# ---- design 1 ----
design_1/final_clocks.png
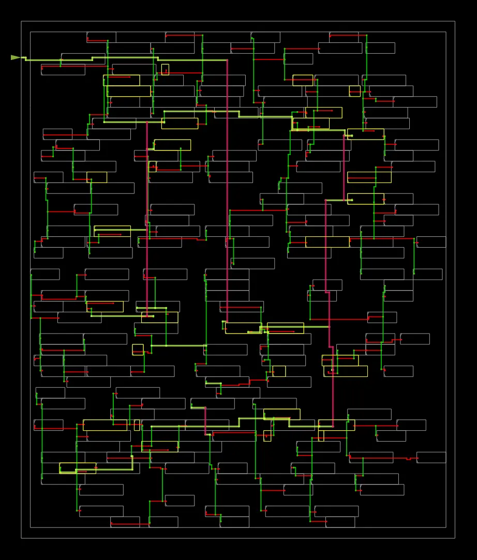
design_1/cell_classes.png
Drawn at 3 px/um. Fill, decap, tap and diode cells in gray.
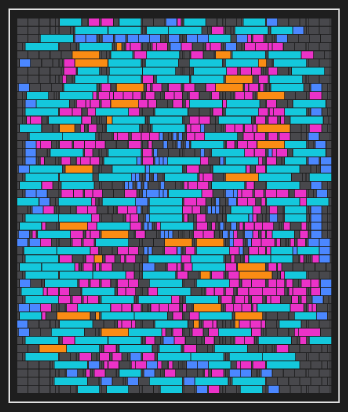
design_1/pins.png
Drawn at 2 px/um. Pins as bars across the die edge, other pins in gray.
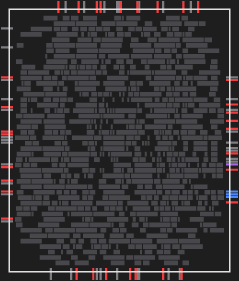
[src/rtl/gcd_result_fifo_if.sv]
// Handshake bundle between the GCD result producer, the result FIFO and its consumer.
// The slave modport is the FIFO side; the master modport drives results and consumes them.
interface gcd_result_fifo_if #(
  parameter int unsigned WIDTH = 32,
  parameter int unsigned DEPTH = 4
);
  localparam int unsigned CNT_W = $clog2(DEPTH) + 1;

  logic [WIDTH-1:0] res_data;
  logic             res_valid;
  logic [WIDTH-1:0] deq_data;
  logic             deq_valid;
  logic             deq_ready;
  logic [CNT_W-1:0] count;
  logic             overflow;
  logic             clear_ovf;

  modport master (
    output res_data, res_valid, deq_ready, clear_ovf,
    input  deq_data, deq_valid, count, overflow
  );

  modport slave (
    input  res_data, res_valid, deq_ready, clear_ovf,
    output deq_data, deq_valid, count, overflow
  );
endinterface

[src/rtl/gcd_result_fifo.sv]
// Captures one entry per rising edge of the GCD core's out_valid and buffers it for a
// valid/ready consumer; never stalls the core, drops on overflow and raises a sticky flag.
module gcd_result_fifo #(
  parameter int unsigned WIDTH = 32,
  parameter int unsigned DEPTH = 4
) (
  input logic              clock,
  input logic              reset,
  gcd_result_fifo_if.slave bus
);
  localparam int unsigned PTR_W = $clog2(DEPTH);
  localparam int unsigned CNT_W = PTR_W + 1;

  logic [WIDTH-1:0] mem_q [DEPTH];
  logic [PTR_W-1:0] wr_ptr_q, wr_ptr_d;
  logic [PTR_W-1:0] rd_ptr_q, rd_ptr_d;
  logic [CNT_W-1:0] count_q, count_d;
  logic [WIDTH-1:0] deq_data_q, deq_data_d;
  logic             deq_valid_q, deq_valid_d;
  logic             overflow_q, overflow_d;
  logic             prev_valid_q;

  logic enq, deq, full, enq_acc, drop;

  // A result is the rising edge of out_valid; the core holds the level until its next handshake.
  assign enq     = bus.res_valid & ~prev_valid_q;
  assign deq     = deq_valid_q & bus.deq_ready;
  assign full    = (count_q == CNT_W'(DEPTH));
  assign enq_acc = enq & (~full | deq);
  assign drop    = enq & full & ~deq;

  always_comb begin
    wr_ptr_d    = wr_ptr_q;
    rd_ptr_d    = rd_ptr_q;
    count_d     = count_q + CNT_W'(enq_acc) - CNT_W'(deq);
    overflow_d  = overflow_q;
    if (enq_acc) wr_ptr_d = wr_ptr_q + PTR_W'(1);
    if (deq)     rd_ptr_d = rd_ptr_q + PTR_W'(1);
    if (drop)               overflow_d = 1'b1;
    else if (bus.clear_ovf) overflow_d = 1'b0;
    // Registered head: take the incoming word when it lands exactly at the next read slot.
    if (enq_acc && (wr_ptr_q == rd_ptr_d)) deq_data_d = bus.res_data;
    else                                   deq_data_d = mem_q[rd_ptr_d];
    deq_valid_d = (count_d != '0);
  end

  always_ff @(posedge clock) begin
    if (!reset) begin
      wr_ptr_q     <= '0;
      rd_ptr_q     <= '0;
      count_q      <= '0;
      deq_data_q   <= '0;
      deq_valid_q  <= 1'b0;
      overflow_q   <= 1'b0;
      prev_valid_q <= 1'b1;
    end else begin
      wr_ptr_q     <= wr_ptr_d;
      rd_ptr_q     <= rd_ptr_d;
      count_q      <= count_d;
      deq_data_q   <= deq_data_d;
      deq_valid_q  <= deq_valid_d;
      overflow_q   <= overflow_d;
      prev_valid_q <= bus.res_valid;
    end
  end

  // Storage is not reset; only accepted entries are written.
  always_ff @(posedge clock) begin
    if (reset && enq_acc) mem_q[wr_ptr_q] <= bus.res_data;
  end

  assign bus.deq_data  = deq_data_q;
  assign bus.deq_valid = deq_valid_q;
  assign bus.count     = count_q;
  assign bus.overflow  = overflow_q;
endmodule

[src/flat_wrapper.sv]
// flat-port wrapper written by rule: the top's interface ports become plain ports
module gcd_result_fifo_flat 
#(
  parameter int unsigned WIDTH = 32,
  parameter int unsigned DEPTH = 4
)
  (clock, reset, bus_res_data, bus_res_valid, bus_deq_ready, bus_clear_ovf, bus_deq_data, bus_deq_valid, bus_count, bus_overflow);
  gcd_result_fifo_if #(.WIDTH(WIDTH), .DEPTH(DEPTH)) bus_i ();
  input logic clock;
  input logic reset;
  input wire logic [$bits(bus_i.res_data)-1:0] bus_res_data;
  input wire logic [$bits(bus_i.res_valid)-1:0] bus_res_valid;
  input wire logic [$bits(bus_i.deq_ready)-1:0] bus_deq_ready;
  input wire logic [$bits(bus_i.clear_ovf)-1:0] bus_clear_ovf;
  output wire logic [$bits(bus_i.deq_data)-1:0] bus_deq_data;
  output wire logic [$bits(bus_i.deq_valid)-1:0] bus_deq_valid;
  output wire logic [$bits(bus_i.count)-1:0] bus_count;
  output wire logic [$bits(bus_i.overflow)-1:0] bus_overflow;
  assign bus_i.res_data = bus_res_data;
  assign bus_i.res_valid = bus_res_valid;
  assign bus_i.deq_ready = bus_deq_ready;
  assign bus_i.clear_ovf = bus_clear_ovf;
  assign bus_deq_data = bus_i.deq_data;
  assign bus_deq_valid = bus_i.deq_valid;
  assign bus_count = bus_i.count;
  assign bus_overflow = bus_i.overflow;
  gcd_result_fifo #(.WIDTH(WIDTH), .DEPTH(DEPTH)) u_core (.clock(clock), .reset(reset), .bus(bus_i));
endmodule
[config.mk]
export PLATFORM = sky130hd
export DESIGN_NAME = gcd_result_fifo_flat
export DESIGN_NICKNAME = d
export VERILOG_FILES = /design/src/rtl/gcd_result_fifo_if.sv /design/src/rtl/gcd_result_fifo.sv /design/src/flat_wrapper.sv
export SDC_FILE = /design/constraint.sdc
export NUM_CORES = 1
export LEC_CHECK = 0
export CORE_ASPECT_RATIO = 1.2
export CORE_MARGIN = 2
export CORE_UTILIZATION = 57
export DETAILED_ROUTE_END_ITERATION = 10
export GPL_TIMING_DRIVEN = 0
export PLACE_DENSITY_LB_ADDON = 0.15
export SYNTH_ARGS = -nofsm -noshare
export SYNTH_HDL_FRONTEND = slang
export SYNTH_SLANG_ARGS = --single-unit
[constraint.sdc]
create_clock -name clock -period 3.2 [get_ports clock]
set_clock_uncertainty 0.15 [all_clocks]
set_input_delay 0.64 -clock clock [delete_from_list [all_inputs] [get_ports clock]]
set_output_delay 0.64 -clock clock [all_outputs]
set_load 0.02 [all_outputs]
==> results.sh <==
# yosys + openroad results
export IMPL_synthCells=567
export IMPL_p_comb_mw=1.53
export IMPL_yosys_area_share_xor_xnor_pct=0.576
export IMPL_fin_crit_sh_pct=92.1
export IMPL_end_kind="flop"
export IMPL_final_hold_viol_count=0
export IMPL_worst_r2r_path_depth=10
export IMPL_hp_class="reg2reg"
export IMPL_setup_slack_ns=0.252
export IMPL_logic_gates=267
export IMPL_portBuffers=73
export IMPL_logic_family="AND-OR/OR-AND gates"
export IMPL_slew_headroom_pct=35.7
export IMPL_final_antenna_net_count=0
export IMPL_vdd_ir_drop_max_v=0.000413
export IMPL_rsz0062_at_grt="no"
export IMPL_grt_pass1_vias=5456
export IMPL_antenna_cells=0
export IMPL_clockBufferDepth=2
export IMPL_buffers_excl_clock=132
export IMPL_seq_area_share_pct=50.8
export IMPL_cp_arrival_ns=3.12
export IMPL_ff_type="edfxtp_1"
export IMPL_tightest_slew_ns=0.964
export IMPL_worst_path_max_fanout=10
export IMPL_first_iter_violations=484
export IMPL_comb_power_share_pct=24.1
export IMPL_largestClassByArea="flip-flops and latches"
export IMPL_max_freq_ghz=0.339
export IMPL_busiest_layer="met2"
export IMPL_ys_seq_share_pct=61.6
export IMPL_post_dp_hpwl_mm=11.6
export IMPL_p_leak_nw=3.48
export IMPL_yosys_area_top_type_share_pct=50.5
export IMPL_area_growth_pct=21.3
export IMPL_fin_hold_ws_ns=0.343
export IMPL_critical_path_max_stage_delay_ns=0.50
export IMPL_antenna_found_initial=0
export IMPL_die_area_um2=14300
export IMPL_p_switching_mw=1.85
export IMPL_yosysChipArea_um2=7610
export IMPL_pre_cts_slack_ns=-0.683
export IMPL_power_leader="sequential cells"
export IMPL_synth_edff_count=128
export IMPL_ys_async_sr_fraction_pct=0
export IMPL_path_depth=11
export IMPL_finalNonFillerCells=842
export IMPL_clkCellAreaFrac_pct=7.04
export IMPL_hold_start="u_core.bus.overflow"
export IMPL_buffer_area_share_pct=10.8
export IMPL_cts_hold_buf=0
export IMPL_clock_buffer_count=19
export IMPL_adder_share_pct=1.25
export IMPL_crit_type="in2reg"
export IMPL_crit_buf_inv=4
export IMPL_power_frac_clock_pct=35.4
export IMPL_worstReg2RegEnd="u_core.bus.deq_valid"
export IMPL_status="finished clean"
export IMPL_clock_latency_ns=0.43
export IMPL_routedWlPerCell_um=22.5
export IMPL_yosys_area_share_simple_pct=5.49
About design_1/final_clocks.png:
P_clk: 2.25 mW
number of CTS-inserted buffers: 17

About design_1/cell_classes.png:
all other logic: marked magenta, cells 340, share of their area 30%. clock drivers and dummy loads: marked orange, cells 32, share of their area 7.2%. flops: marked cyan, cells 170, share of their area 52%. other buffers and delay cells: marked blue, cells 132, share of their area 11%.

About design_1/pins.png:
`bus_deq_data`: marked red, pins 32, direction output, edge 9 north, 8 east, 8 west, 7 south. `bus_count`: marked blue, pins 3, direction output, edge east. `bus_deq_valid`: marked purple, pins 1, direction output, edge east.

[cells in the final DEF, fill, tap and decap left out, types with 4 or more instances in the layout]
cell | Yosys | routed
nor2_1 | 7 | 7
o221ai_1 | 32 | 32
buf_4 | 1 | 4
inv_1 | 73 | 72
nand4b_1 | 32 | 32
bufinv_16 | 0 | 5
o311a_1 | 32 | 32
edfxtp_1 | 128 | 128
buf_1 | 6 | 6
clkbuf_1 | 46 | 44
mux2i_1 | 33 | 33
mux2_2 | 32 | 32
and3_2 | 0 | 4
a311oi_1 | 32 | 32
clkbuf_16 | 0 | 17
a211oi_1 | 32 | 32
clkdlybuf4s50_1 | 0 | 73
dfxtp_1 | 42 | 42
ha_1 | 6 | 6
[state kept, by name (all words and copies together), names as in the netlist]
| signal | cells |
|---|---|
| u_core.bus.count | 3 |
| u_core.bus.deq_data | 32 |
| u_core.bus.deq_valid | 1 |
| u_core.bus.overflow | 1 |
| u_core.mem_q | 128 |
| u_core.prev_valid_q | 1 |
| u_core.rd_ptr_q | 2 |
| u_core.wr_ptr_q | 2 |
[repair_timing]
item,in CTS,in global routing
resized,1,1
setup buffers,0,3
setup endpoints to repair,3,1

# ---- design 2 ----
===== src/rtl/scalar_flag_unit.sv =====
// scalar_flag_unit: architectural NZVC flag register with in-flight flag-writer
// tracking and a condition-code evaluator behind a valid/ready query handshake.
module scalar_flag_unit #(
  parameter int MAX_PENDING = 3
) (
  input  logic       clk,
  input  logic       rst,
  input  logic       issue_setflags,
  input  logic       flush,
  input  logic       wb_valid,
  input  logic       wb_setflags,
  input  logic [3:0] wb_flags,
  input  logic       cond_valid,
  input  logic [3:0] cond_code,
  output logic       cond_ready,
  output logic       res_valid,
  output logic       res_taken,
  input  logic       res_ready,
  output logic [3:0] flags,
  output logic       pending_full,
  output logic       err
);

  localparam int CW = $clog2(MAX_PENDING + 1);
  localparam logic [CW-1:0] PEND_MAX = CW'(MAX_PENDING);

  typedef enum logic [1:0] {
    IDLE = 2'd0,
    WAIT = 2'd1,
    RESP = 2'd2
  } state_t;

  state_t        state_r;
  logic [CW-1:0] pending_r;
  logic [3:0]    flags_r;
  logic [3:0]    code_r;
  logic          res_valid_r;
  logic          res_taken_r;
  logic          err_r;

  logic full_s;
  logic flag_wr_s;
  logic inc_s;
  logic dec_s;
  logic resolve_s;
  logic err_set_s;

  // Evaluate a 4-bit condition code against {N,Z,V,C}.
  function automatic logic eval_cond(input logic [3:0] f, input logic [3:0] code);
    logic n, z, v, c, r;
    {n, z, v, c} = f;
    case (code)
      4'd0:    r = z;
      4'd1:    r = ~z;
      4'd2:    r = c;
      4'd3:    r = ~c;
      4'd4:    r = n;
      4'd5:    r = ~n;
      4'd6:    r = v;
      4'd7:    r = ~v;
      4'd8:    r = c & ~z;
      4'd9:    r = ~c | z;
      4'd10:   r = (n == v);
      4'd11:   r = (n != v);
      4'd12:   r = ~z & (n == v);
      4'd13:   r = z | (n != v);
      4'd14:   r = 1'b1;
      default: r = 1'b0;
    endcase
    return r;
  endfunction

  assign full_s    = (pending_r == PEND_MAX);
  assign flag_wr_s = wb_valid & wb_setflags;
  assign inc_s     = issue_setflags & ~full_s;
  assign dec_s     = flag_wr_s & (pending_r != {CW{1'b0}});
  // AL/NV never depend on flags, so they need not wait for writers to drain.
  assign resolve_s = (pending_r == {CW{1'b0}}) | (code_r == 4'd14) | (code_r == 4'd15);
  assign err_set_s = (issue_setflags & full_s) | (flag_wr_s & (pending_r == {CW{1'b0}}));

  // In-flight flag-writer count; flush wins but keeps a same-cycle issue.
  always_ff @(posedge clk or posedge rst) begin
    if (rst) begin
      pending_r <= {CW{1'b0}};
    end else if (flush) begin
      pending_r <= inc_s ? CW'(1) : {CW{1'b0}};
    end else if (inc_s & ~dec_s) begin
      pending_r <= pending_r + CW'(1);
    end else if (dec_s & ~inc_s) begin
      pending_r <= pending_r - CW'(1);
    end else begin
      pending_r <= pending_r;
    end
  end

  // Architectural flags and the sticky protocol-error bit.
  always_ff @(posedge clk or posedge rst) begin
    if (rst) begin
      flags_r <= 4'b0000;
      err_r   <= 1'b0;
    end else begin
      flags_r <= flag_wr_s ? wb_flags : flags_r;
      err_r   <= err_r | err_set_s;
    end
  end

  // Query FSM: accept, wait for outstanding writers, hold result until taken.
  always_ff @(posedge clk or posedge rst) begin
    if (rst) begin
      state_r     <= IDLE;
      code_r      <= 4'd0;
      res_valid_r <= 1'b0;
      res_taken_r <= 1'b0;
    end else begin
      case (state_r)
        IDLE: begin
          if (cond_valid) begin
            code_r  <= cond_code;
            state_r <= WAIT;
          end else begin
            state_r <= IDLE;
          end
        end
        WAIT: begin
          if (resolve_s) begin
            res_taken_r <= eval_cond(flags_r, code_r);
            res_valid_r <= 1'b1;
            state_r     <= RESP;
          end else begin
            state_r <= WAIT;
          end
        end
        RESP: begin
          if (res_ready) begin
            res_valid_r <= 1'b0;
            state_r     <= IDLE;
          end else begin
            state_r <= RESP;
          end
        end
        default: begin
          res_valid_r <= 1'b0;
          state_r     <= IDLE;
        end
      endcase
    end
  end

  assign cond_ready   = (state_r == IDLE);
  assign res_valid    = res_valid_r;
  assign res_taken    = res_taken_r;
  assign flags        = flags_r;
  assign pending_full = full_s;
  assign err          = err_r;

endmodule


===== config.mk =====
export PLATFORM = sky130hd
export DESIGN_NAME = scalar_flag_unit
export DESIGN_NICKNAME = d
export VERILOG_FILES = /design/src/rtl/scalar_flag_unit.sv
export SDC_FILE = /design/constraint.sdc
export NUM_CORES = 1
export LEC_CHECK = 0
export ABC_AREA = 0
export CAP_MARGIN = 40
export CORE_MARGIN = 5
export CORE_UTILIZATION = 50
export DETAILED_ROUTE_END_ITERATION = 10
export PLACE_DENSITY = 0.83
export SYNTH_ARGS = -nofsm -noshare
export SYNTH_HDL_FRONTEND = slang
export SYNTH_SLANG_ARGS = --single-unit

===== constraint.sdc =====
create_clock -name clk -period 2.9 [get_ports clk]
set_input_delay 0.435 -clock clk [delete_from_list [all_inputs] [get_ports clk]]
set_output_delay 0.435 -clock clk [all_outputs]
set_load 0.05 [all_outputs]

==> results.sh <==
# yosys + openroad results
export IMPL_max_freq_ghz=0.465
export IMPL_crit_type="reg2out"
export IMPL_status="finished clean"
export IMPL_cp_cell_sequence="and2_1 -> clkdlybuf4s50_1"
export IMPL_busiest_layer="met2"
export IMPL_p_int_mw=0.593
export IMPL_synthTopCellsByCount="15 x dfrtp_1, 8 x nor2_1, 7 x mux2_2"
export IMPL_gp_congestion=0.788
export IMPL_antenna_found_initial=0
export IMPL_placed_area_um2=1150
export IMPL_post_dp_hpwl_mm=1.51
export IMPL_ys_cells=90
export IMPL_power_leader="combinational logic"
export IMPL_finClkSkew_ns=0.00236
export IMPL_avgViaCountPerCell=5.38
export IMPL_worstReg2RegEnd="res_taken"
export IMPL_core_area_um2=1730
export IMPL_path_depth=2
export IMPL_path_clk_slew_ns=0.09
export IMPL_reg2reg_from="code_r[0]"
export IMPL_ys_seq_share_pct=41.0
export IMPL_logic_area_um2=488
export IMPL_die_area_um2=2790
export IMPL_routed_wl_met3_um=81
export IMPL_hold_depth=2
export IMPL_route_met2_wl_um=983
export IMPL_dr_max_layer_used="met4"
export IMPL_pre_cts_slack_ns=1.02
export IMPL_ff_type="dfrtp_1"
export IMPL_switching_share_pct=44.0
export IMPL_portBuffers=24
export IMPL_worstSetupEndpoint="pending_full"
export IMPL_yosysChipArea_um2=916
export IMPL_grt_first_pass_wirelength_mm=3.37
export IMPL_grt_overflow=0
export IMPL_slew_headroom_pct=59.6
export IMPL_fp_utilization_pct=53.0
export IMPL_r2r_slack_ns=1.35
export IMPL_hp_class="reg2reg"
export IMPL_grt_max_degree=16
[metrics by stage]
step | hold slack [ns] | utilization (%) | power [mW]
after global placement | 0.461 | 66.4 | 0.917
final | 0.497 | 67.9 | 1.06
after detailed placement | 0.475 | 66.4 | 0.939
after CTS | 0.503 | 67.9 | 1.06
after floorplan | 0.336 | - | 0.831
after global routing | 0.523 | 67.9 | 1.13
[cell families after synthesis]
| logic type | count (synthesis) | synth area share (%) |
|---|---|---|
| and+or+nand+nor | 30 | 18.4 |
| AOI/OAI and AO/OA | 23 | 17.6 |
| DFF | 15 | 41.0 |
| muxes | 10 | 11.9 |
| buffers and inverters | 8 | 5.74 |
| xor gates and xnor gates | 4 | 5.33 |
[sequential cells by signal, indices dropped and copies added (netlist names)]
| name | count |
|---|---|
| res_valid | 1 |
| code_r | 4 |
| pending_r | 2 |
| err | 1 |
| state_r | 2 |
| flags | 4 |
| res_taken | 1 |
[cell type report]
class,instances,share of cell area [%]
multi-input combinational,67,41.6
sequential,15,32.0
timing repair buffer,24,20.5
tap,25,2.67
clock buffer,4,2.24
inverter,3,0.961
design_2/met2.png
Drawn at 8 px/um. Cells faint in the background.
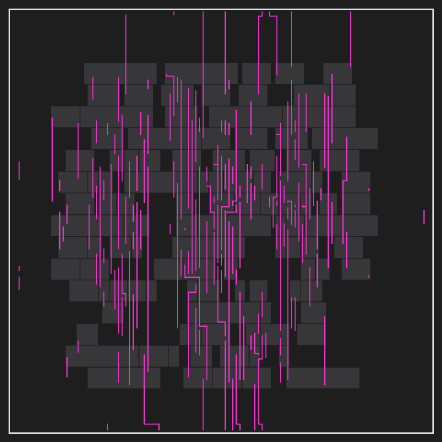
The wires run mostly vertical. The longest straight run is 25.5 um. The layer carries 983 um of wire. 110 nets have wire on it. The layer holds 49% of the routed length.



==> gallery <==
Clock wires, drivers and flops.
(a)
Drawn at 4 px/um.
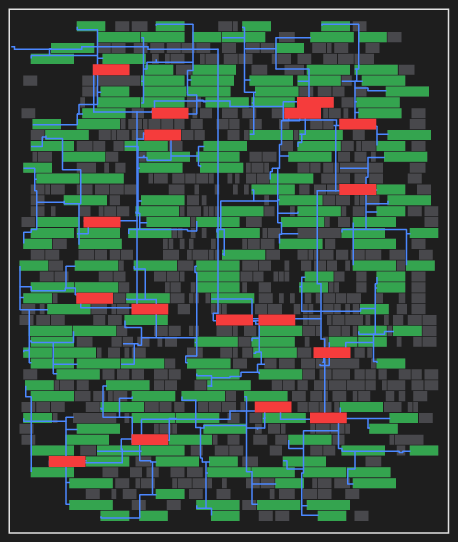
(b)
Drawn at 12 px/um.
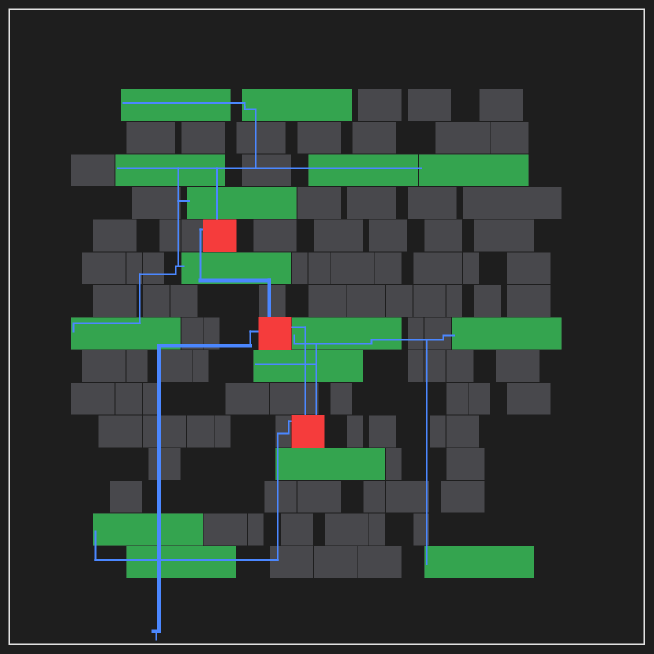
- (a) = design 1
- (b) = design 2
Of these, most sequential cells: (a)
Of these, largest die: (a)

No activity file was given, so power comes from the tool's default toggle rates.
